# ---- mem_arbiter ----
mem_arbiter, the clock network:
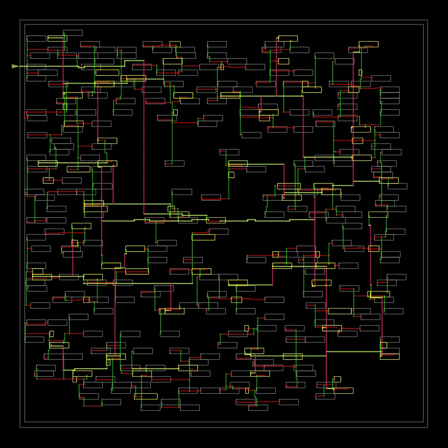

--- config.mk ---
export PLATFORM = sky130hd
export DESIGN_NAME = mem_arbiter
export DESIGN_NICKNAME = d
export VERILOG_FILES = /design/src/rtl/mem_arbiter.sv
export SDC_FILE = /design/constraint.sdc
export NUM_CORES = 1
export LEC_CHECK = 0
export CAP_MARGIN = 20
export CELL_PAD_IN_SITES_DETAIL_PLACEMENT = 0
export CELL_PAD_IN_SITES_GLOBAL_PLACEMENT = 2
export CORE_MARGIN = 2
export CORE_UTILIZATION = 29
export CTS_CLUSTER_DIAMETER = 40
export DETAILED_ROUTE_END_ITERATION = 6
export GPL_TIMING_DRIVEN = 0
export PLACE_DENSITY_LB_ADDON = 0.3
export SYNTH_ARGS = -nofsm -noshare
export SYNTH_HDL_FRONTEND = slang
export SYNTH_SLANG_ARGS = --single-unit
--- constraint.sdc ---
create_clock -name clock -period 7.3 [get_ports clock]
set_input_delay 1.095 -clock clock [delete_from_list [all_inputs] [get_ports clock]]
set_output_delay 1.095 -clock clock [all_outputs]
set_load 0.03 [all_outputs]
--- src/rtl/mem_arbiter.sv ---
// mem_arbiter
// Shares one memory port between the instruction-fetch requester (read-only)
// and the load/store requester (read/write). Each requester may have one
// transaction outstanding; the memory carries one transaction at a time.
// Simultaneous candidates are resolved round-robin against the last grant.
//
// Ports:
//   clock, reset                    clock; asynchronous active-high reset
//   ifu_reqValid, ifu_addr          fetch request pulse + address
//   ifu_respValid, ifu_rdata        fetch completion pulse + data
//   lsu_reqValid, lsu_addr, lsu_size, lsu_wen, lsu_wdata, lsu_wmask
//                                   load/store request pulse + payload
//   lsu_respValid, lsu_rdata        load/store completion pulse + load data
//   mem_reqValid, mem_addr, mem_size, mem_wen, mem_wdata, mem_wmask
//                                   memory request pulse + payload
//   mem_respValid, mem_rdata        memory completion pulse + read data
//   busy                            any transaction pending, issuing or waiting
//   drop_err                        sticky: a request arrived while outstanding
module mem_arbiter (
    input  logic        clock,
    input  logic        reset,
    input  logic        ifu_reqValid,
    input  logic [31:0] ifu_addr,
    output logic        ifu_respValid,
    output logic [31:0] ifu_rdata,
    input  logic        lsu_reqValid,
    input  logic [31:0] lsu_addr,
    input  logic [1:0]  lsu_size,
    input  logic        lsu_wen,
    input  logic [31:0] lsu_wdata,
    input  logic [3:0]  lsu_wmask,
    output logic        lsu_respValid,
    output logic [31:0] lsu_rdata,
    output logic        mem_reqValid,
    output logic [31:0] mem_addr,
    output logic [1:0]  mem_size,
    output logic        mem_wen,
    output logic [31:0] mem_wdata,
    output logic [3:0]  mem_wmask,
    input  logic        mem_respValid,
    input  logic [31:0] mem_rdata,
    output logic        busy,
    output logic        drop_err
);

    typedef enum logic [1:0] {ST_IDLE, ST_ISSUE, ST_WAIT} state_t;
    typedef enum logic {PORT_IFU, PORT_LSU} port_t;

    state_t      state_q, state_d;
    port_t       owner_q, owner_d;
    port_t       last_grant_q, last_grant_d;

    logic        ifu_pending_q, ifu_pending_d;
    logic [31:0] ifu_addr_q, ifu_addr_d;
    logic        lsu_pending_q, lsu_pending_d;
    logic [31:0] lsu_addr_q, lsu_addr_d;
    logic [1:0]  lsu_size_q, lsu_size_d;
    logic        lsu_wen_q, lsu_wen_d;
    logic [31:0] lsu_wdata_q, lsu_wdata_d;
    logic [3:0]  lsu_wmask_q, lsu_wmask_d;

    logic [31:0] mem_addr_q, mem_addr_d;
    logic [1:0]  mem_size_q, mem_size_d;
    logic        mem_wen_q, mem_wen_d;
    logic [31:0] mem_wdata_q, mem_wdata_d;
    logic [3:0]  mem_wmask_q, mem_wmask_d;

    logic        ifu_resp_q, ifu_resp_d;
    logic [31:0] ifu_rdata_q, ifu_rdata_d;
    logic        lsu_resp_q, lsu_resp_d;
    logic [31:0] lsu_rdata_q, lsu_rdata_d;
    logic        drop_err_q, drop_err_d;

    logic        ifu_out, lsu_out;
    logic        ifu_cand, lsu_cand;
    logic        pick_lsu;
    logic        complete;

    always_comb begin
        state_d       = state_q;
        owner_d       = owner_q;
        last_grant_d  = last_grant_q;
        ifu_pending_d = ifu_pending_q;
        ifu_addr_d    = ifu_addr_q;
        lsu_pending_d = lsu_pending_q;
        lsu_addr_d    = lsu_addr_q;
        lsu_size_d    = lsu_size_q;
        lsu_wen_d     = lsu_wen_q;
        lsu_wdata_d   = lsu_wdata_q;
        lsu_wmask_d   = lsu_wmask_q;
        mem_addr_d    = mem_addr_q;
        mem_size_d    = mem_size_q;
        mem_wen_d     = mem_wen_q;
        mem_wdata_d   = mem_wdata_q;
        mem_wmask_d   = mem_wmask_q;
        ifu_resp_d    = 1'b0;
        ifu_rdata_d   = ifu_rdata_q;
        lsu_resp_d    = 1'b0;
        lsu_rdata_d   = lsu_rdata_q;
        drop_err_d    = drop_err_q;
        pick_lsu      = 1'b0;
        complete      = 1'b0;

        // Outstanding = captured but not yet granted, or owning the memory.
        // The owner stops being outstanding once the FSM is back in IDLE,
        // which lets a port re-request in the same cycle as its respValid.
        ifu_out = ifu_pending_q | ((state_q != ST_IDLE) && (owner_q == PORT_IFU));
        lsu_out = lsu_pending_q | ((state_q != ST_IDLE) && (owner_q == PORT_LSU));

        if (ifu_reqValid) begin
            if (ifu_out) begin
                drop_err_d = 1'b1;
            end else begin
                ifu_pending_d = 1'b1;
                ifu_addr_d    = ifu_addr;
            end
        end
        if (lsu_reqValid) begin
            if (lsu_out) begin
                drop_err_d = 1'b1;
            end else begin
                lsu_pending_d = 1'b1;
                lsu_addr_d    = lsu_addr;
                lsu_size_d    = lsu_size;
                lsu_wen_d     = lsu_wen;
                lsu_wdata_d   = lsu_wdata;
                lsu_wmask_d   = lsu_wmask;
            end
        end

        ifu_cand = ifu_pending_q | (ifu_reqValid & ~ifu_out);
        lsu_cand = lsu_pending_q | (lsu_reqValid & ~lsu_out);

        case (state_q)
            ST_IDLE: begin
                if (ifu_cand || lsu_cand) begin
                    pick_lsu = lsu_cand && (!ifu_cand || (last_grant_q == PORT_IFU));
                    state_d  = ST_ISSUE;
                    if (pick_lsu) begin
                        owner_d       = PORT_LSU;
                        lsu_pending_d = 1'b0;
                        // A pending port cannot have accepted a new request
                        // this cycle, so pending selects the captured payload.
                        if (lsu_pending_q) begin
                            mem_addr_d  = lsu_addr_q;
                            mem_size_d  = lsu_size_q;
                            mem_wen_d   = lsu_wen_q;
                            mem_wdata_d = lsu_wdata_q;
                            mem_wmask_d = lsu_wmask_q;
                        end else begin
                            mem_addr_d  = lsu_addr;
                            mem_size_d  = lsu_size;
                            mem_wen_d   = lsu_wen;
                            mem_wdata_d = lsu_wdata;
                            mem_wmask_d = lsu_wmask;
                        end
                    end else begin
                        owner_d       = PORT_IFU;
                        ifu_pending_d = 1'b0;
                        mem_addr_d    = ifu_pending_q ? ifu_addr_q : ifu_addr;
                        mem_size_d    = 2'b10;
                        mem_wen_d     = 1'b0;
                        mem_wdata_d   = '0;
                        mem_wmask_d   = '0;
                    end
                end
            end
            ST_ISSUE: begin
                if (mem_respValid) begin
                    complete = 1'b1;
                    state_d  = ST_IDLE;
                end else begin
                    state_d = ST_WAIT;
                end
            end
            ST_WAIT: begin
                if (mem_respValid) begin
                    complete = 1'b1;
                    state_d  = ST_IDLE;
                end
            end
            default: state_d = ST_IDLE;
        endcase

        if (complete) begin
            last_grant_d = owner_q;
            if (owner_q == PORT_LSU) begin
                lsu_resp_d  = 1'b1;
                lsu_rdata_d = mem_rdata;
            end else begin
                ifu_resp_d  = 1'b1;
                ifu_rdata_d = mem_rdata;
            end
        end
    end

    always_ff @(posedge clock or posedge reset) begin
        if (reset) begin
            state_q       <= ST_IDLE;
            owner_q       <= PORT_IFU;
            last_grant_q  <= PORT_LSU;
            ifu_pending_q <= 1'b0;
            ifu_addr_q    <= '0;
            lsu_pending_q <= 1'b0;
            lsu_addr_q    <= '0;
            lsu_size_q    <= '0;
            lsu_wen_q     <= 1'b0;
            lsu_wdata_q   <= '0;
            lsu_wmask_q   <= '0;
            mem_addr_q    <= '0;
            mem_size_q    <= '0;
            mem_wen_q     <= 1'b0;
            mem_wdata_q   <= '0;
            mem_wmask_q   <= '0;
            ifu_resp_q    <= 1'b0;
            ifu_rdata_q   <= '0;
            lsu_resp_q    <= 1'b0;
            lsu_rdata_q   <= '0;
            drop_err_q    <= 1'b0;
        end else begin
            state_q       <= state_d;
            owner_q       <= owner_d;
            last_grant_q  <= last_grant_d;
            ifu_pending_q <= ifu_pending_d;
            ifu_addr_q    <= ifu_addr_d;
            lsu_pending_q <= lsu_pending_d;
            lsu_addr_q    <= lsu_addr_d;
            lsu_size_q    <= lsu_size_d;
            lsu_wen_q     <= lsu_wen_d;
            lsu_wdata_q   <= lsu_wdata_d;
            lsu_wmask_q   <= lsu_wmask_d;
            mem_addr_q    <= mem_addr_d;
            mem_size_q    <= mem_size_d;
            mem_wen_q     <= mem_wen_d;
            mem_wdata_q   <= mem_wdata_d;
            mem_wmask_q   <= mem_wmask_d;
            ifu_resp_q    <= ifu_resp_d;
            ifu_rdata_q   <= ifu_rdata_d;
            lsu_resp_q    <= lsu_resp_d;
            lsu_rdata_q   <= lsu_rdata_d;
            drop_err_q    <= drop_err_d;
        end
    end

    assign ifu_respValid = ifu_resp_q;
    assign ifu_rdata     = ifu_rdata_q;
    assign lsu_respValid = lsu_resp_q;
    assign lsu_rdata     = lsu_rdata_q;
    assign mem_reqValid  = (state_q == ST_ISSUE);
    assign mem_addr      = mem_addr_q;
    assign mem_size      = mem_size_q;
    assign mem_wen       = mem_wen_q;
    assign mem_wdata     = mem_wdata_q;
    assign mem_wmask     = mem_wmask_q;
    assign busy          = (state_q != ST_IDLE) | ifu_pending_q | lsu_pending_q;
    assign drop_err      = drop_err_q;

endmodule

# ---- pc_sequencer_flat ----
`src/rtl/pc_seq_pkg.sv`:
```
// Shared types and constants for the fetch-address sequencer.
// Holds the FSM state encoding and the default reset/exception vectors.
package pc_seq_pkg;

    localparam int ADDR_W = 32;

    localparam logic [ADDR_W-1:0] DEF_RESET_VECTOR = 32'h0000_0000;
    localparam logic [ADDR_W-1:0] DEF_EXC_VECTOR   = 32'h8000_0180;

    typedef enum logic [1:0] {
        BOOT  = 2'd0,
        REQ   = 2'd1,
        DRAIN = 2'd2,
        HOLD  = 2'd3
    } seq_state_t;

endpackage

```
`src/rtl/pc_sequencer_if.sv`:
```
// Bundle between the fetch sequencer, the hazard/redirect logic and the instruction memory.
// master = sequencer side, slave = pipeline/memory environment side.
interface pc_sequencer_if;
    import pc_seq_pkg::*;

    logic              stall;
    logic              exc_req;
    logic              branch_taken;
    logic [ADDR_W-1:0] branch_target;
    logic              jump;
    logic [ADDR_W-1:0] jump_target;
    logic              imem_ready;
    logic              imem_req;
    logic [ADDR_W-1:0] pc;
    logic [ADDR_W-1:0] pc_plus4;
    logic              if_valid;
    logic              flush;

    modport master (
        input  stall, exc_req, branch_taken, branch_target, jump, jump_target, imem_ready,
        output imem_req, pc, pc_plus4, if_valid, flush
    );

    modport slave (
        output stall, exc_req, branch_taken, branch_target, jump, jump_target, imem_ready,
        input  imem_req, pc, pc_plus4, if_valid, flush
    );

endinterface

```
`src/rtl/pc_redirect_mux.sv`:
```
// Priority select of the redirect source: exception, then branch, then jump.
// The chosen address is word-aligned by clearing bits [1:0].
module pc_redirect_mux
    import pc_seq_pkg::*;
#(
    parameter logic [ADDR_W-1:0] EXC_VECTOR = DEF_EXC_VECTOR
) (
    input  logic              exc_req,
    input  logic              branch_taken,
    input  logic [ADDR_W-1:0] branch_target,
    input  logic              jump,
    input  logic [ADDR_W-1:0] jump_target,
    output logic              redirect,
    output logic [ADDR_W-1:0] target
);

    logic [ADDR_W-1:0] sel_addr;

    always_comb begin
        sel_addr = jump_target;
        if (exc_req)
            sel_addr = EXC_VECTOR;
        else if (branch_taken)
            sel_addr = branch_target;
    end

    assign redirect = exc_req | branch_taken | jump;
    assign target   = sel_addr & ~ADDR_W'(3);

endmodule

```
`src/rtl/pc_sequencer.sv`:
```
// Instruction-fetch PC sequencer: owns the single PC register and handshakes with imem,
// never abandoning an outstanding request when a redirect arrives.
module pc_sequencer
    import pc_seq_pkg::*;
#(
    parameter logic [ADDR_W-1:0] RESET_VECTOR = DEF_RESET_VECTOR,
    parameter logic [ADDR_W-1:0] EXC_VECTOR   = DEF_EXC_VECTOR
) (
    input  logic           clk,
    input  logic           rst_n,
    pc_sequencer_if.master bus
);

    seq_state_t        state_reg, state_next;
    logic [ADDR_W-1:0] pc_reg, pc_next;
    logic [ADDR_W-1:0] pend_target_reg, pend_target_next;
    logic [ADDR_W-1:0] pc_plus4;
    logic [ADDR_W-1:0] target;
    logic              redirect;
    logic              imem_req;
    logic              if_valid;
    logic              flush;

    pc_redirect_mux #(
        .EXC_VECTOR (EXC_VECTOR)
    ) u_redirect_mux (
        .exc_req       (bus.exc_req),
        .branch_taken  (bus.branch_taken),
        .branch_target (bus.branch_target),
        .jump          (bus.jump),
        .jump_target   (bus.jump_target),
        .redirect      (redirect),
        .target        (target)
    );

    assign pc_plus4 = pc_reg + ADDR_W'(4);

    always_ff @(posedge clk or negedge rst_n) begin
        if (!rst_n) begin
            state_reg       <= BOOT;
            pc_reg          <= RESET_VECTOR;
            pend_target_reg <= '0;
        end else begin
            state_reg       <= state_next;
            pc_reg          <= pc_next;
            pend_target_reg <= pend_target_next;
        end
    end

    always_comb begin
        state_next       = state_reg;
        pc_next          = pc_reg;
        pend_target_next = pend_target_reg;
        imem_req         = 1'b0;
        if_valid         = 1'b0;
        flush            = 1'b0;
        unique case (state_reg)
            BOOT: state_next = REQ;
            REQ: begin
                imem_req = 1'b1;
                if (redirect) begin
                    flush = 1'b1;
                    if (bus.imem_ready) begin
                        pc_next = target;
                    end else begin
                        pend_target_next = target;
                        state_next       = DRAIN;
                    end
                end else if (bus.imem_ready) begin
                    if (!bus.stall) begin
                        if_valid = 1'b1;
                        pc_next  = pc_plus4;
                    end else begin
                        state_next = HOLD;
                    end
                end
            end
            DRAIN: begin
                // The in-flight fetch must finish; its data is discarded on completion.
                imem_req = 1'b1;
                if (redirect) begin
                    flush            = 1'b1;
                    pend_target_next = target;
                end
                if (bus.imem_ready) begin
                    pc_next    = redirect ? target : pend_target_reg;
                    state_next = REQ;
                end
            end
            HOLD: begin
                if (redirect) begin
                    flush      = 1'b1;
                    pc_next    = target;
                    state_next = REQ;
                end else if (!bus.stall) begin
                    state_next = REQ;
                end
            end
            default: state_next = BOOT;
        endcase
    end

    assign bus.imem_req = imem_req;
    assign bus.pc       = pc_reg;
    assign bus.pc_plus4 = pc_plus4;
    assign bus.if_valid = if_valid;
    assign bus.flush    = flush;

endmodule
```
`src/flat_wrapper.sv`:
```
// flat-port wrapper written by rule: the top's interface ports become plain ports
module pc_sequencer_flat import pc_seq_pkg::*;
#(
    parameter logic [ADDR_W-1:0] RESET_VECTOR = DEF_RESET_VECTOR,
    parameter logic [ADDR_W-1:0] EXC_VECTOR   = DEF_EXC_VECTOR
)
  (clk, rst_n, bus_stall, bus_exc_req, bus_branch_taken, bus_branch_target, bus_jump, bus_jump_target, bus_imem_ready, bus_imem_req, bus_pc, bus_pc_plus4, bus_if_valid, bus_flush);
  pc_sequencer_if bus_i ();
  input  logic clk;
  input  logic rst_n;
  input wire logic [$bits(bus_i.stall)-1:0] bus_stall;
  input wire logic [$bits(bus_i.exc_req)-1:0] bus_exc_req;
  input wire logic [$bits(bus_i.branch_taken)-1:0] bus_branch_taken;
  input wire logic [$bits(bus_i.branch_target)-1:0] bus_branch_target;
  input wire logic [$bits(bus_i.jump)-1:0] bus_jump;
  input wire logic [$bits(bus_i.jump_target)-1:0] bus_jump_target;
  input wire logic [$bits(bus_i.imem_ready)-1:0] bus_imem_ready;
  output wire logic [$bits(bus_i.imem_req)-1:0] bus_imem_req;
  output wire logic [$bits(bus_i.pc)-1:0] bus_pc;
  output wire logic [$bits(bus_i.pc_plus4)-1:0] bus_pc_plus4;
  output wire logic [$bits(bus_i.if_valid)-1:0] bus_if_valid;
  output wire logic [$bits(bus_i.flush)-1:0] bus_flush;
  assign bus_i.stall = bus_stall;
  assign bus_i.exc_req = bus_exc_req;
  assign bus_i.branch_taken = bus_branch_taken;
  assign bus_i.branch_target = bus_branch_target;
  assign bus_i.jump = bus_jump;
  assign bus_i.jump_target = bus_jump_target;
  assign bus_i.imem_ready = bus_imem_ready;
  assign bus_imem_req = bus_i.imem_req;
  assign bus_pc = bus_i.pc;
  assign bus_pc_plus4 = bus_i.pc_plus4;
  assign bus_if_valid = bus_i.if_valid;
  assign bus_flush = bus_i.flush;
  pc_sequencer #(.RESET_VECTOR(RESET_VECTOR), .EXC_VECTOR(EXC_VECTOR)) u_core (.clk(clk), .rst_n(rst_n), .bus(bus_i));
endmodule
```
`config.mk`:
```
export PLATFORM = sky130hd
export DESIGN_NAME = pc_sequencer_flat
export DESIGN_NICKNAME = d
export VERILOG_FILES = /design/src/rtl/pc_seq_pkg.sv /design/src/rtl/pc_sequencer_if.sv /design/src/rtl/pc_redirect_mux.sv /design/src/rtl/pc_sequencer.sv /design/src/flat_wrapper.sv
export SDC_FILE = /design/constraint.sdc
export NUM_CORES = 1
export LEC_CHECK = 0
export CAP_MARGIN = 30
export CORE_UTILIZATION = 45
export CTS_CLUSTER_DIAMETER = 30
export CTS_CLUSTER_SIZE = 30
export DETAILED_ROUTE_END_ITERATION = 8
export GPL_ROUTABILITY_DRIVEN = 0
export PLACE_DENSITY = 0.81
export SLEW_MARGIN = 20
export SYNTH_ARGS = -nofsm -noshare
export SYNTH_HDL_FRONTEND = slang
export SYNTH_HIERARCHICAL = 1
export SYNTH_SLANG_ARGS = --single-unit
```
`constraint.sdc`:
```
create_clock -name clk -period 2.4 [get_ports clk]
set_clock_uncertainty 0.05 [all_clocks]
set_input_delay 0.48 -clock clk [delete_from_list [all_inputs] [get_ports clk]]
set_output_delay 0.48 -clock clk [all_outputs]
set_load 0.1 [all_outputs]
```
# ---- layer_sequencer_flat ----
[config.mk]
export PLATFORM = sky130hd
export DESIGN_NAME = layer_sequencer_flat
export DESIGN_NICKNAME = d
export VERILOG_FILES = /design/src/rtl/billiard_pkg.sv /design/src/rtl/layer_sequencer_if.sv /design/src/rtl/frame_timer.sv /design/src/rtl/layer_sequencer.sv /design/src/flat_wrapper.sv
export SDC_FILE = /design/constraint.sdc
export NUM_CORES = 1
export LEC_CHECK = 0
export CORE_AREA = 2 2 63 65
export CTS_CLUSTER_DIAMETER = 50
export CTS_CLUSTER_SIZE = 24
export DETAILED_ROUTE_END_ITERATION = 6
export DIE_AREA = 0 0 65 67
export PLACE_DENSITY_LB_ADDON = 0.2
export REMOVE_ABC_BUFFERS = 1
export SETUP_SLACK_MARGIN = 0.3
export SLEW_MARGIN = 0
export SYNTH_ARGS = -nofsm -noshare
export SYNTH_HDL_FRONTEND = slang
export SYNTH_SLANG_ARGS = --single-unit
[constraint.sdc]
create_clock -name clk -period 2.6 [get_ports clk]
set_clock_uncertainty 0.1 [all_clocks]
set_input_delay 0.26 -clock clk [delete_from_list [all_inputs] [get_ports clk]]
set_output_delay 0.26 -clock clk [all_outputs]
set_load 0.005 [all_outputs]
[src/rtl/billiard_pkg.sv]
// Shared types and default constants for the billiard display blocks.
package billiard_pkg;

  typedef enum logic [2:0] {
    IDLE     = 3'd0,
    AIM      = 3'd1,
    ROLL     = 3'd2,
    SCORED   = 3'd3,
    FOUL     = 3'd4,
    GAMEOVER = 3'd5
  } seq_state_t;

  // Defaults shared with the hole-number and score drawers.
  localparam int unsigned DEFAULT_NUM_HOLES     = 6;
  localparam int unsigned DEFAULT_MAX_SCORE     = 9;
  localparam int unsigned DEFAULT_RESULT_FRAMES = 60;

endpackage

[src/rtl/layer_sequencer_if.sv]
// Game-side signals of the layer sequencer: events in, layer enables and status out.
interface layer_sequencer_if #(
  parameter int unsigned HOLE_W = 3
);
  logic              startOfFrame;
  logic              shotReq;
  logic              ballsMoving;
  logic              redPocketed;
  logic [HOLE_W-1:0] pocketHole;
  logic              whitePocketed;

  logic              whiteBallEn;
  logic              redBallEn;
  logic              holeNumberEn;
  logic              holesEn;
  logic              bordersEn;
  logic              boardEn;
  logic [HOLE_W-1:0] targetHole;
  logic [3:0]        score;
  logic [2:0]        stateOut;

  // Game/display side: drives events, consumes enables and status.
  modport master (
    output startOfFrame, shotReq, ballsMoving, redPocketed, pocketHole, whitePocketed,
    input  whiteBallEn, redBallEn, holeNumberEn, holesEn, bordersEn, boardEn,
    input  targetHole, score, stateOut
  );

  // Sequencer side.
  modport slave (
    input  startOfFrame, shotReq, ballsMoving, redPocketed, pocketHole, whitePocketed,
    output whiteBallEn, redBallEn, holeNumberEn, holesEn, bordersEn, boardEn,
    output targetHole, score, stateOut
  );
endinterface

[src/rtl/frame_timer.sv]
// Frame-based timer: saturating frame counter plus a blink bit, both restarted by i_clear.
module frame_timer #(
  parameter int unsigned BLINK_FRAMES  = 16,
  parameter int unsigned RESULT_FRAMES = 60,
  parameter int unsigned CNT_W         = $clog2(RESULT_FRAMES + 1)
) (
  input  logic             clk,
  input  logic             reset,
  input  logic             i_clear,
  input  logic             i_start_of_frame,
  output logic [CNT_W-1:0] o_frame_cnt,
  output logic             o_blink
);

  localparam int unsigned BLINK_W = (BLINK_FRAMES > 1) ? $clog2(BLINK_FRAMES) : 1;

  logic [CNT_W-1:0]   r_frame_cnt;
  logic [BLINK_W-1:0] r_blink_cnt;
  logic               r_blink;

  // Count frames (saturating) and toggle blink every BLINK_FRAMES frames; clear wins over a frame.
  always_ff @(posedge clk or posedge reset) begin
    if (reset) begin
      r_frame_cnt <= '0;
      r_blink_cnt <= '0;
      r_blink     <= 1'b1;
    end else if (i_clear) begin
      r_frame_cnt <= '0;
      r_blink_cnt <= '0;
      r_blink     <= 1'b1;
    end else if (i_start_of_frame) begin
      if (r_frame_cnt != CNT_W'(RESULT_FRAMES)) begin
        r_frame_cnt <= r_frame_cnt + 1'b1;
      end
      if (r_blink_cnt == BLINK_W'(BLINK_FRAMES - 1)) begin
        r_blink_cnt <= '0;
        r_blink     <= ~r_blink;
      end else begin
        r_blink_cnt <= r_blink_cnt + 1'b1;
      end
    end
  end

  assign o_frame_cnt = r_frame_cnt;
  assign o_blink     = r_blink;

endmodule

[src/rtl/layer_sequencer.sv]
// Game-flow controller: sequences aim/roll/score/foul/game-over and gates the drawing layers.
module layer_sequencer
  import billiard_pkg::*;
#(
  parameter int unsigned NUM_HOLES       = DEFAULT_NUM_HOLES,
  parameter int unsigned BLINK_FRAMES    = 16,
  parameter int unsigned RESULT_FRAMES   = DEFAULT_RESULT_FRAMES,
  parameter int unsigned MAX_SCORE       = DEFAULT_MAX_SCORE,
  parameter int unsigned MIN_ROLL_FRAMES = 2
) (
  input  logic               clk,
  input  logic               reset,
  layer_sequencer_if.slave   bus
);

  localparam int unsigned HOLE_W = $clog2(NUM_HOLES);
  localparam int unsigned CNT_W  = $clog2(RESULT_FRAMES + 1);

  // Enable vector bit order: {white, red, holeNumber, holes, borders, board}.
  localparam int unsigned EN_BOARD   = 0;
  localparam int unsigned EN_BORDERS = 1;
  localparam int unsigned EN_HOLES   = 2;
  localparam int unsigned EN_HOLENUM = 3;
  localparam int unsigned EN_RED     = 4;
  localparam int unsigned EN_WHITE   = 5;

  seq_state_t        r_state, w_state_next;
  logic [3:0]        r_score, w_score_next;
  logic [HOLE_W-1:0] r_target, w_target_next;
  logic [5:0]        r_en, w_en_next;
  logic [CNT_W-1:0]  w_frame_cnt;
  logic              w_blink;
  logic              w_state_entry;
  logic [3:0]        w_score_inc;

  // Timer restarts on every state entry so each phase starts at frame 0 with blink on.
  assign w_state_entry = (w_state_next != r_state);

  frame_timer #(
    .BLINK_FRAMES  (BLINK_FRAMES),
    .RESULT_FRAMES (RESULT_FRAMES),
    .CNT_W         (CNT_W)
  ) u_frame_timer (
    .clk              (clk),
    .reset            (reset),
    .i_clear          (w_state_entry),
    .i_start_of_frame (bus.startOfFrame),
    .o_frame_cnt      (w_frame_cnt),
    .o_blink          (w_blink)
  );

  assign w_score_inc = r_score + 4'd1;

  // Next-state, score and target decisions.
  always_comb begin
    w_state_next  = r_state;
    w_score_next  = r_score;
    w_target_next = r_target;
    case (r_state)
      IDLE: begin
        if (bus.shotReq) w_state_next = AIM;
      end
      AIM: begin
        if (bus.shotReq) w_state_next = ROLL;
      end
      ROLL: begin
        // Pocket events take priority over the end-of-roll check.
        if (bus.whitePocketed) begin
          w_state_next = FOUL;
        end else if (bus.redPocketed) begin
          w_state_next = (bus.pocketHole == r_target) ? SCORED : FOUL;
        end else if (bus.startOfFrame && !bus.ballsMoving &&
                     (w_frame_cnt >= CNT_W'(MIN_ROLL_FRAMES))) begin
          w_state_next = AIM;
        end
      end
      SCORED: begin
        if (w_frame_cnt == CNT_W'(RESULT_FRAMES)) begin
          w_score_next  = w_score_inc;
          w_target_next = (r_target == HOLE_W'(NUM_HOLES - 1)) ? '0 : r_target + 1'b1;
          w_state_next  = (w_score_inc == 4'(MAX_SCORE)) ? GAMEOVER : AIM;
        end
      end
      FOUL: begin
        if (w_frame_cnt == CNT_W'(RESULT_FRAMES)) begin
          w_score_next = (r_score != 4'd0) ? r_score - 4'd1 : 4'd0;
          w_state_next = AIM;
        end
      end
      GAMEOVER: begin
        if (bus.shotReq) begin
          w_state_next  = IDLE;
          w_score_next  = 4'd0;
          w_target_next = '0;
        end
      end
      default: begin
        w_state_next  = IDLE;
        w_score_next  = 4'd0;
        w_target_next = '0;
      end
    endcase
  end

  // Layer enables derived from the current state; registered below, so they trail by one cycle.
  always_comb begin
    w_en_next = '0;
    case (r_state)
      IDLE: begin
        w_en_next[EN_BOARD]   = 1'b1;
        w_en_next[EN_BORDERS] = 1'b1;
        w_en_next[EN_HOLES]   = 1'b1;
        w_en_next[EN_HOLENUM] = w_blink;
      end
      AIM, ROLL: begin
        w_en_next = '1;
      end
      SCORED: begin
        w_en_next[EN_BOARD]   = 1'b1;
        w_en_next[EN_BORDERS] = 1'b1;
        w_en_next[EN_HOLES]   = 1'b1;
        w_en_next[EN_WHITE]   = 1'b1;
        w_en_next[EN_HOLENUM] = w_blink;
      end
      FOUL: begin
        w_en_next[EN_BOARD]   = 1'b1;
        w_en_next[EN_BORDERS] = 1'b1;
        w_en_next[EN_HOLES]   = 1'b1;
        w_en_next[EN_RED]     = 1'b1;
        w_en_next[EN_HOLENUM] = 1'b1;
        w_en_next[EN_WHITE]   = w_blink;
      end
      GAMEOVER: begin
        w_en_next[EN_BOARD]   = 1'b1;
        w_en_next[EN_BORDERS] = 1'b1;
      end
      default: w_en_next = '0;
    endcase
  end

  // State, score, target and enable registers.
  always_ff @(posedge clk or posedge reset) begin
    if (reset) begin
      r_state  <= IDLE;
      r_score  <= 4'd0;
      r_target <= '0;
      r_en     <= '0;
    end else begin
      r_state  <= w_state_next;
      r_score  <= w_score_next;
      r_target <= w_target_next;
      r_en     <= w_en_next;
    end
  end

  assign bus.boardEn      = r_en[EN_BOARD];
  assign bus.bordersEn    = r_en[EN_BORDERS];
  assign bus.holesEn      = r_en[EN_HOLES];
  assign bus.holeNumberEn = r_en[EN_HOLENUM];
  assign bus.redBallEn    = r_en[EN_RED];
  assign bus.whiteBallEn  = r_en[EN_WHITE];
  assign bus.targetHole   = r_target;
  assign bus.score        = r_score;
  assign bus.stateOut     = r_state;

endmodule

[src/flat_wrapper.sv]
// flat-port wrapper written by rule: the top's interface ports become plain ports
module layer_sequencer_flat import billiard_pkg::*;
#(
  parameter int unsigned NUM_HOLES       = DEFAULT_NUM_HOLES,
  parameter int unsigned BLINK_FRAMES    = 16,
  parameter int unsigned RESULT_FRAMES   = DEFAULT_RESULT_FRAMES,
  parameter int unsigned MAX_SCORE       = DEFAULT_MAX_SCORE,
  parameter int unsigned MIN_ROLL_FRAMES = 2
)
  (clk, reset, bus_startOfFrame, bus_shotReq, bus_ballsMoving, bus_redPocketed, bus_pocketHole, bus_whitePocketed, bus_whiteBallEn, bus_redBallEn, bus_holeNumberEn, bus_holesEn, bus_bordersEn, bus_boardEn, bus_targetHole, bus_score, bus_stateOut);
  layer_sequencer_if bus_i ();
  input  logic clk;
  input  logic reset;
  input wire logic [$bits(bus_i.startOfFrame)-1:0] bus_startOfFrame;
  input wire logic [$bits(bus_i.shotReq)-1:0] bus_shotReq;
  input wire logic [$bits(bus_i.ballsMoving)-1:0] bus_ballsMoving;
  input wire logic [$bits(bus_i.redPocketed)-1:0] bus_redPocketed;
  input wire logic [$bits(bus_i.pocketHole)-1:0] bus_pocketHole;
  input wire logic [$bits(bus_i.whitePocketed)-1:0] bus_whitePocketed;
  output wire logic [$bits(bus_i.whiteBallEn)-1:0] bus_whiteBallEn;
  output wire logic [$bits(bus_i.redBallEn)-1:0] bus_redBallEn;
  output wire logic [$bits(bus_i.holeNumberEn)-1:0] bus_holeNumberEn;
  output wire logic [$bits(bus_i.holesEn)-1:0] bus_holesEn;
  output wire logic [$bits(bus_i.bordersEn)-1:0] bus_bordersEn;
  output wire logic [$bits(bus_i.boardEn)-1:0] bus_boardEn;
  output wire logic [$bits(bus_i.targetHole)-1:0] bus_targetHole;
  output wire logic [$bits(bus_i.score)-1:0] bus_score;
  output wire logic [$bits(bus_i.stateOut)-1:0] bus_stateOut;
  assign bus_i.startOfFrame = bus_startOfFrame;
  assign bus_i.shotReq = bus_shotReq;
  assign bus_i.ballsMoving = bus_ballsMoving;
  assign bus_i.redPocketed = bus_redPocketed;
  assign bus_i.pocketHole = bus_pocketHole;
  assign bus_i.whitePocketed = bus_whitePocketed;
  assign bus_whiteBallEn = bus_i.whiteBallEn;
  assign bus_redBallEn = bus_i.redBallEn;
  assign bus_holeNumberEn = bus_i.holeNumberEn;
  assign bus_holesEn = bus_i.holesEn;
  assign bus_bordersEn = bus_i.bordersEn;
  assign bus_boardEn = bus_i.boardEn;
  assign bus_targetHole = bus_i.targetHole;
  assign bus_score = bus_i.score;
  assign bus_stateOut = bus_i.stateOut;
  layer_sequencer #(.NUM_HOLES(NUM_HOLES), .BLINK_FRAMES(BLINK_FRAMES), .RESULT_FRAMES(RESULT_FRAMES), .MAX_SCORE(MAX_SCORE), .MIN_ROLL_FRAMES(MIN_ROLL_FRAMES)) u_core (.clk(clk), .reset(reset), .bus(bus_i));
endmodule
layer_sequencer_flat, the clock network:
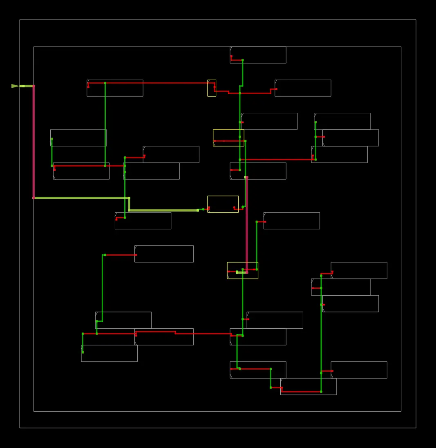
flop count: 26
Num Clock Sinks: 26
Late-Pin Clk Latency: 270 ps
clock buffer count: 4

layer_sequencer_flat, cell classes on the final placement:
The bar under the picture is 20 um long.
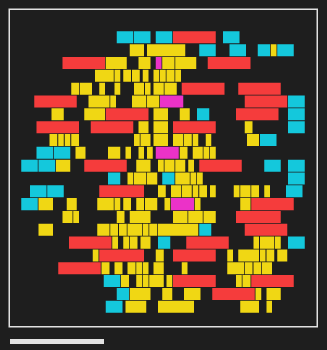
| class | colour | cells | share of their area |
|---|---|---|---|
| flops | red | 26 | 34% |
| other buffers and delay cells | cyan | 32 | 16% |
| all other logic | yellow | 144 | 48% |
| clock drivers and dummy loads | magenta | 4 | 2.3% |

==> results.sh, layer_sequencer_flat <==
# implementation run metrics
export IMPL_ff_latch_area_um2=654.4
export IMPL_crit_family="simple AND/OR/NAND/NOR gates"
export IMPL_drive_gt1_share_pct=10.68
export IMPL_async_flop_share_pct=100.0
export IMPL_simple_gate_area_share_pct=24.05
export IMPL_cp_num_buf_inv=1
export IMPL_n_antenna_cell=0
export IMPL_area_growth_synth_to_final_pct=25.08
export IMPL_htreeDepth=1
export IMPL_port_buffer_count=25
export IMPL_clkTransAtPathRegs_ps=90
export IMPL_logic_area_um2=882.1
export IMPL_largest_reg_flops=6
export IMPL_status="finished, final reports clean"
export IMPL_grt_max_degree=27
export IMPL_ant_nets=0
export IMPL_ctsRootBufferMaster="clkbuf_8"
export IMPL_n_all_inverters=9
export IMPL_clock_fmax_mhz=456.6
export IMPL_crit_path_start="u_core.u_frame_timer.o_frame_cnt[2]$_DFFE_PP0P_"
export IMPL_logic_gates=135
export IMPL_xor_share_pct=4.430
export IMPL_grt_pass1_wl_um=5934
export IMPL_coreArea_um2=3606
export IMPL_final_cell_mix="25 x clkdlybuf4s50_1, 23 x dfrtp_1, 21 x nor2_1"
export IMPL_endpoint_kind="flop"
export IMPL_synth_cells=176
export IMPL_worstSetupStartpointType="flop"
export IMPL_grt_pass1_vias=1336
export IMPL_cts_buffers=3
export IMPL_worst_pin_slew_ps=502.4
[layer_sequencer_flat: through the flow]
step                cells  hold slack [ps]  setup WS, ps  util (%)  area [um2]
floorplan             170            199.3         305.3         -        1550
detailed placement    249            436.4         433.5     52.85        1906
global placement      249            423.2         462.8     52.85        1906
finish                254            241.9         409.9     54.86        1978
global route          254            273.1         242.6     54.86        1978
CTS                   253            259.8         401.4     54.09        1951
[layer_sequencer_flat: per-layer routing]
metal	track usage, %	wire, um	part of all wire [%]
met5	0	0	0
met4	5.053	34	0.96
met3	2.703	194	5.5
met2	29.51	1710	48
met1	23.78	1605	45
[layer_sequencer_flat: timing repair]
item	in CTS	in global routing
gates resized	0	4
buffers inserted	0	1
endpoints found under the hold margin	0	0
setup endpoints to repair	0	4
mem_arbiter, the metal 4 layer:
The bar under the picture is 50 um long.
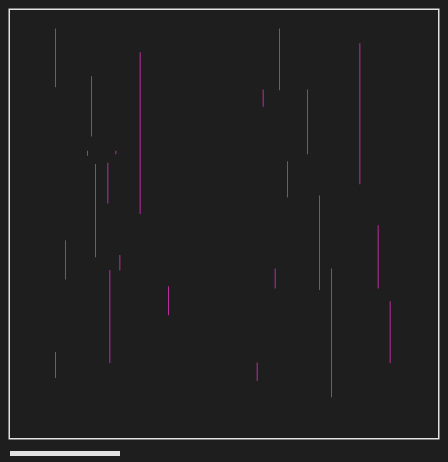
nets with wire on the layer: 7
main direction: vertical

mem_arbiter, cells by drive strength:
The bar under the picture is 50 um long.
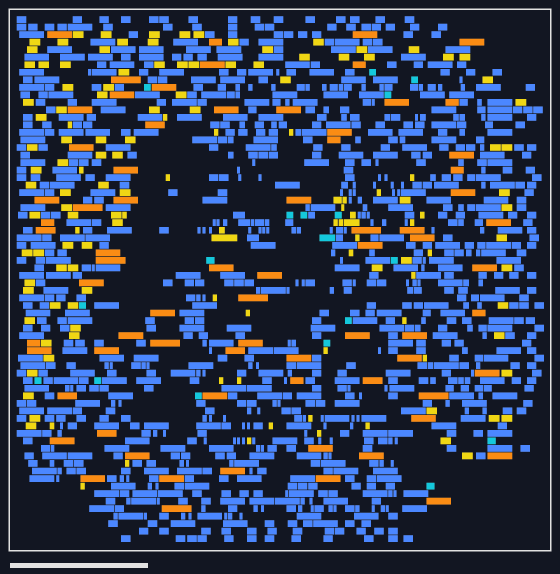
| size | colour | cells | share |
|---|---|---|---|
| drive 1 or less | blue | 960 | 81% |
| drive 3 to 4 | cyan | 18 | 1.5% |
| drive 6 and up | orange | 72 | 6.1% |
| drive 2 | yellow | 136 | 11% |

Notes on 'the clock network' of mem_arbiter above:
Late-Pin Clk Latency: 540 ps
Num Clock Sinks: 247

==> results.sh, mem_arbiter <==
# implementation run metrics
export IMPL_clkTransAtPathRegs_ps=50
export IMPL_cts_resized=0
export IMPL_cts_buffer_depth=3
export IMPL_top_cells_by_area="dfrtp_1 58%, mux2_2 10%, mux2i_1 9.6%"
export IMPL_synth_cells=814
export IMPL_final_core_util_pct=43.56
export IMPL_wl_per_cell_um=19.96
export IMPL_r2r_slack_ps=4900
export IMPL_met2_usage_pct=27.25
export IMPL_clock_skew_ps=16.62
export IMPL_flop_cell="dfrtp_1"
export IMPL_ant_nets=0
export IMPL_routed_wl_um=33080
export IMPL_coreArea_um2=36350
export IMPL_status="finished, final reports clean"
export IMPL_ctsHoldBuffers=0
export IMPL_avgSynthCellArea_um2=13.03
export IMPL_track_usage_pct=17.29
export IMPL_path_cells="buf_4, buf_2, nor2_1, nand2_1, clkdlybuf4s50_1"
export IMPL_die_area_um2=38110
export IMPL_ys_area_um2=10610
export IMPL_final_cell_mix="279 x clkdlybuf4s50_1, 246 x dfrtp_1, 102 x mux2i_1"
export IMPL_ctsRootBufferMaster="clkbuf_16"
export IMPL_drv_slew=0
export IMPL_crit_path_start="lsu_pending_q$_DFF_PP0_"
export IMPL_ys_seq_share_pct=58.29
export IMPL_initCoreUtil_pct=29.18
export IMPL_nNetsFinal=1292
export IMPL_worst_pin_slew_ps=852.4
export IMPL_first_pass_iters=4
export IMPL_htreeDepth=2
export IMPL_crit_path_max_fanout=10
export IMPL_route_met3_wl_um=2687
export IMPL_post_dp_hpwl_um=23410
export IMPL_async_flop_share_pct=100.0
export IMPL_busiest_layer="met2"
export IMPL_ys_sh_aoi_pct=15.59
export IMPL_viasPerCell=4.897
mem_arbiter: synth_stat cells, drive strengths merged (2+ instances only):
| master | number |
|---|---|
| nand2 | 50 |
| inv | 10 |
| mux2i | 102 |
| nor2 | 8 |
| a31oi | 31 |
| a21oi | 4 |
| o21ai | 73 |
| ha | 3 |
| clkbuf | 39 |
| a22o | 31 |
| a32o | 72 |
| nand3 | 4 |
| mux2 | 96 |
| buf | 33 |
| o21a | 3 |
| dfrtp | 246 |
| or2 | 2 |
mem_arbiter: area by class of cell:
class / count / area (um2) / area share (%)
Clock inverter: 25 / 354.1 / 2.236
Buffer: 72 / 326.6 / 2.062
Multi-Input combinational cell: 485 / 4059 / 25.63
Sequential cell: 247 / 6182 / 39.04
Timing Repair Buffer: 285 / 2913 / 18.40
Clock buffer: 62 / 1365 / 8.621
Antenna cell: 3 / 7.507 / 0.04741
Tap cell: 468 / 585.6 / 3.698
Inverter: 10 / 41.29 / 0.2608
mem_arbiter: critical path: cells and delay by family (launching register included):
kind / cells / cell delay (ps)
buffers and inverters: 3 / 1380
AND/OR/NAND/NOR: 2 / 220
flip-flops: 1 / 390
pc_sequencer_flat, the clock network:
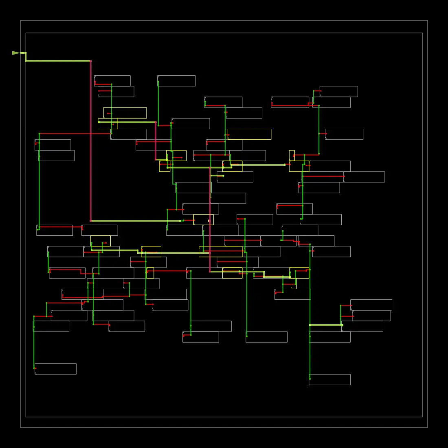
Num Clock Sinks: 66
Late-Pin Clk Latency: 340 ps

==> results.sh, pc_sequencer_flat <==
# implementation run metrics
export IMPL_status="finished, violations left"
export IMPL_violations="negative setup slack"
export IMPL_place_area_um2=7390
export IMPL_num_nonclk_buffers=244
export IMPL_placed_cells=777
export IMPL_htreeDepth=3
export IMPL_grtUsageMet3_pct=4.594
export IMPL_n_antenna_cell=0
export IMPL_slew_headroom_pct=59.34
export IMPL_topCombFamilyByArea="AND-OR/OR-AND gates"
export IMPL_finalSetupViolCount=24
export IMPL_die_area_um2=10780
export IMPL_fin_ws_ps=-438.4
export IMPL_crit_family="simple AND/OR/NAND/NOR gates"
export IMPL_largestClassByArea="combinational gates"
export IMPL_cts_buffer_depth=2
export IMPL_drive_gt1_share_pct=42.90
export IMPL_fin_crit_sh_pct=118.3
==> pc_sequencer_flat: cell families after synthesis <==
family / Yosys count
other: 1
adder cells (fa/ha/maj): 5
AND/OR/NAND/NOR: 134
buffers and inverters: 51
multiplexers: 78
XOR/XNOR: 27
AND-OR/OR-AND: 117
flip-flops: 66
==> pc_sequencer_flat: layout by cell type (no fill, tap or decap), drive strengths merged, types with 11 or more instances in the layout <==
master | synthesis | routed
xnor2 | 18 | 18
a22oi | 24 | 24
dfrtp | 66 | 66
mux2i | 28 | 28
a41o | 14 | 14
o21ai | 20 | 20
a221o | 20 | 20
buf | 23 | 179
clkbuf | 20 | 12
nand2 | 19 | 19
nor2 | 65 | 65
clkdlybuf4s50 | 0 | 62
a21oi | 14 | 14
mux2 | 50 | 50
nand3 | 11 | 11
==> pc_sequencer_flat: timing repair <==
action                                  in CTS  in global routing
pin swaps                                   23                 16
resized                                     20                 11
endpoints found under the setup margin      25                 26
buffers inserted                            18                 20

## Gallery

Routed clock nets over the placement.
image #1
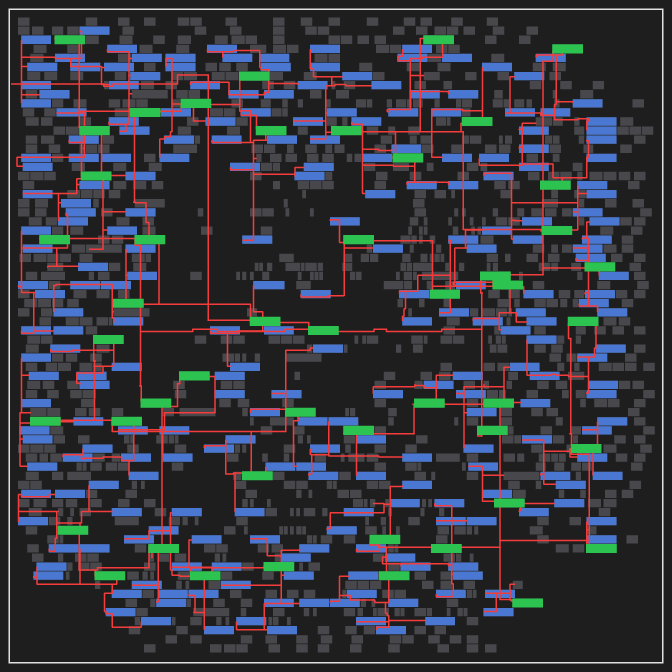
image #2
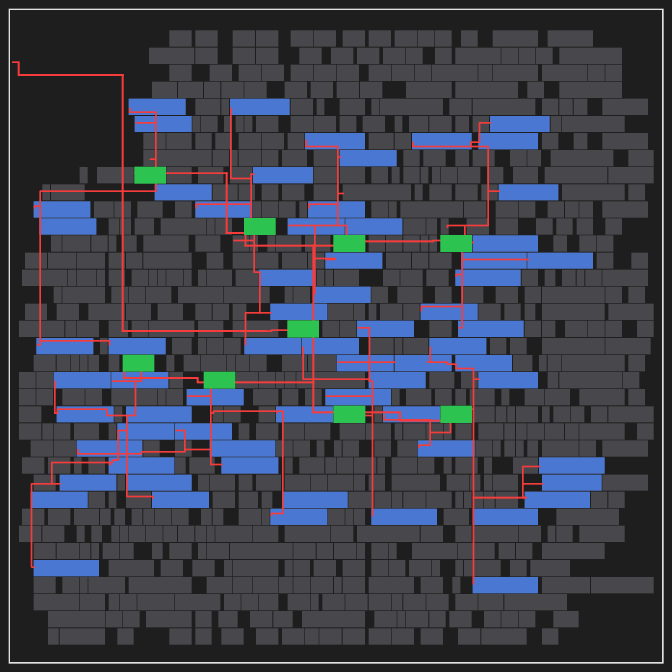
image #3
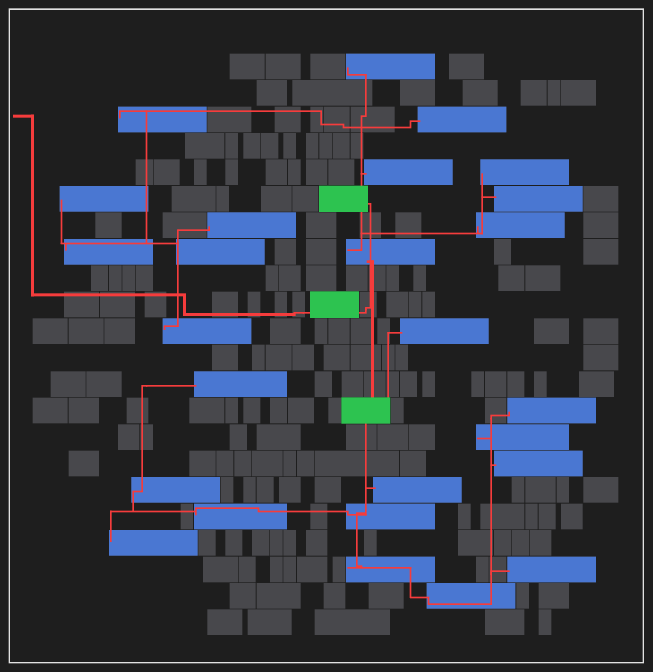
| picture | from |
|---|---|
| image #2 | pc_sequencer_flat |
| image #1 | mem_arbiter |
| image #3 | layer_sequencer_flat |
Of these, most sequential cells: image #1
Of these, fewest sequential cells: image #3

Key to image #2:
[clock wires] red | length: 839 um
[flip-flops] blue | count: 66
[cells driving clock nets] green | count: 9
routed clock nets: 10



==> gallery <==
Ports around the boundary.
Pins as bars across the die edge, other pins in grey.
Plate I
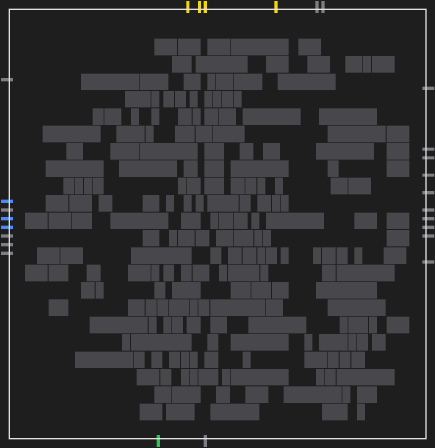
Plate II
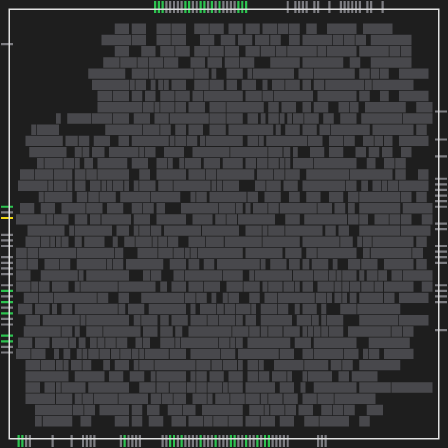
Plate III
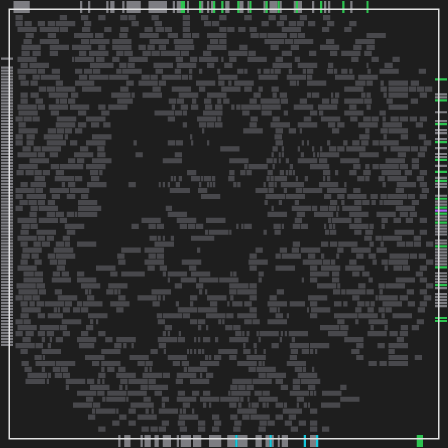
Plate II: pc_sequencer_flat
Plate III: mem_arbiter
Plate I: layer_sequencer_flat
Of these, fewest pins: Plate I
Of these, most pins: Plate III

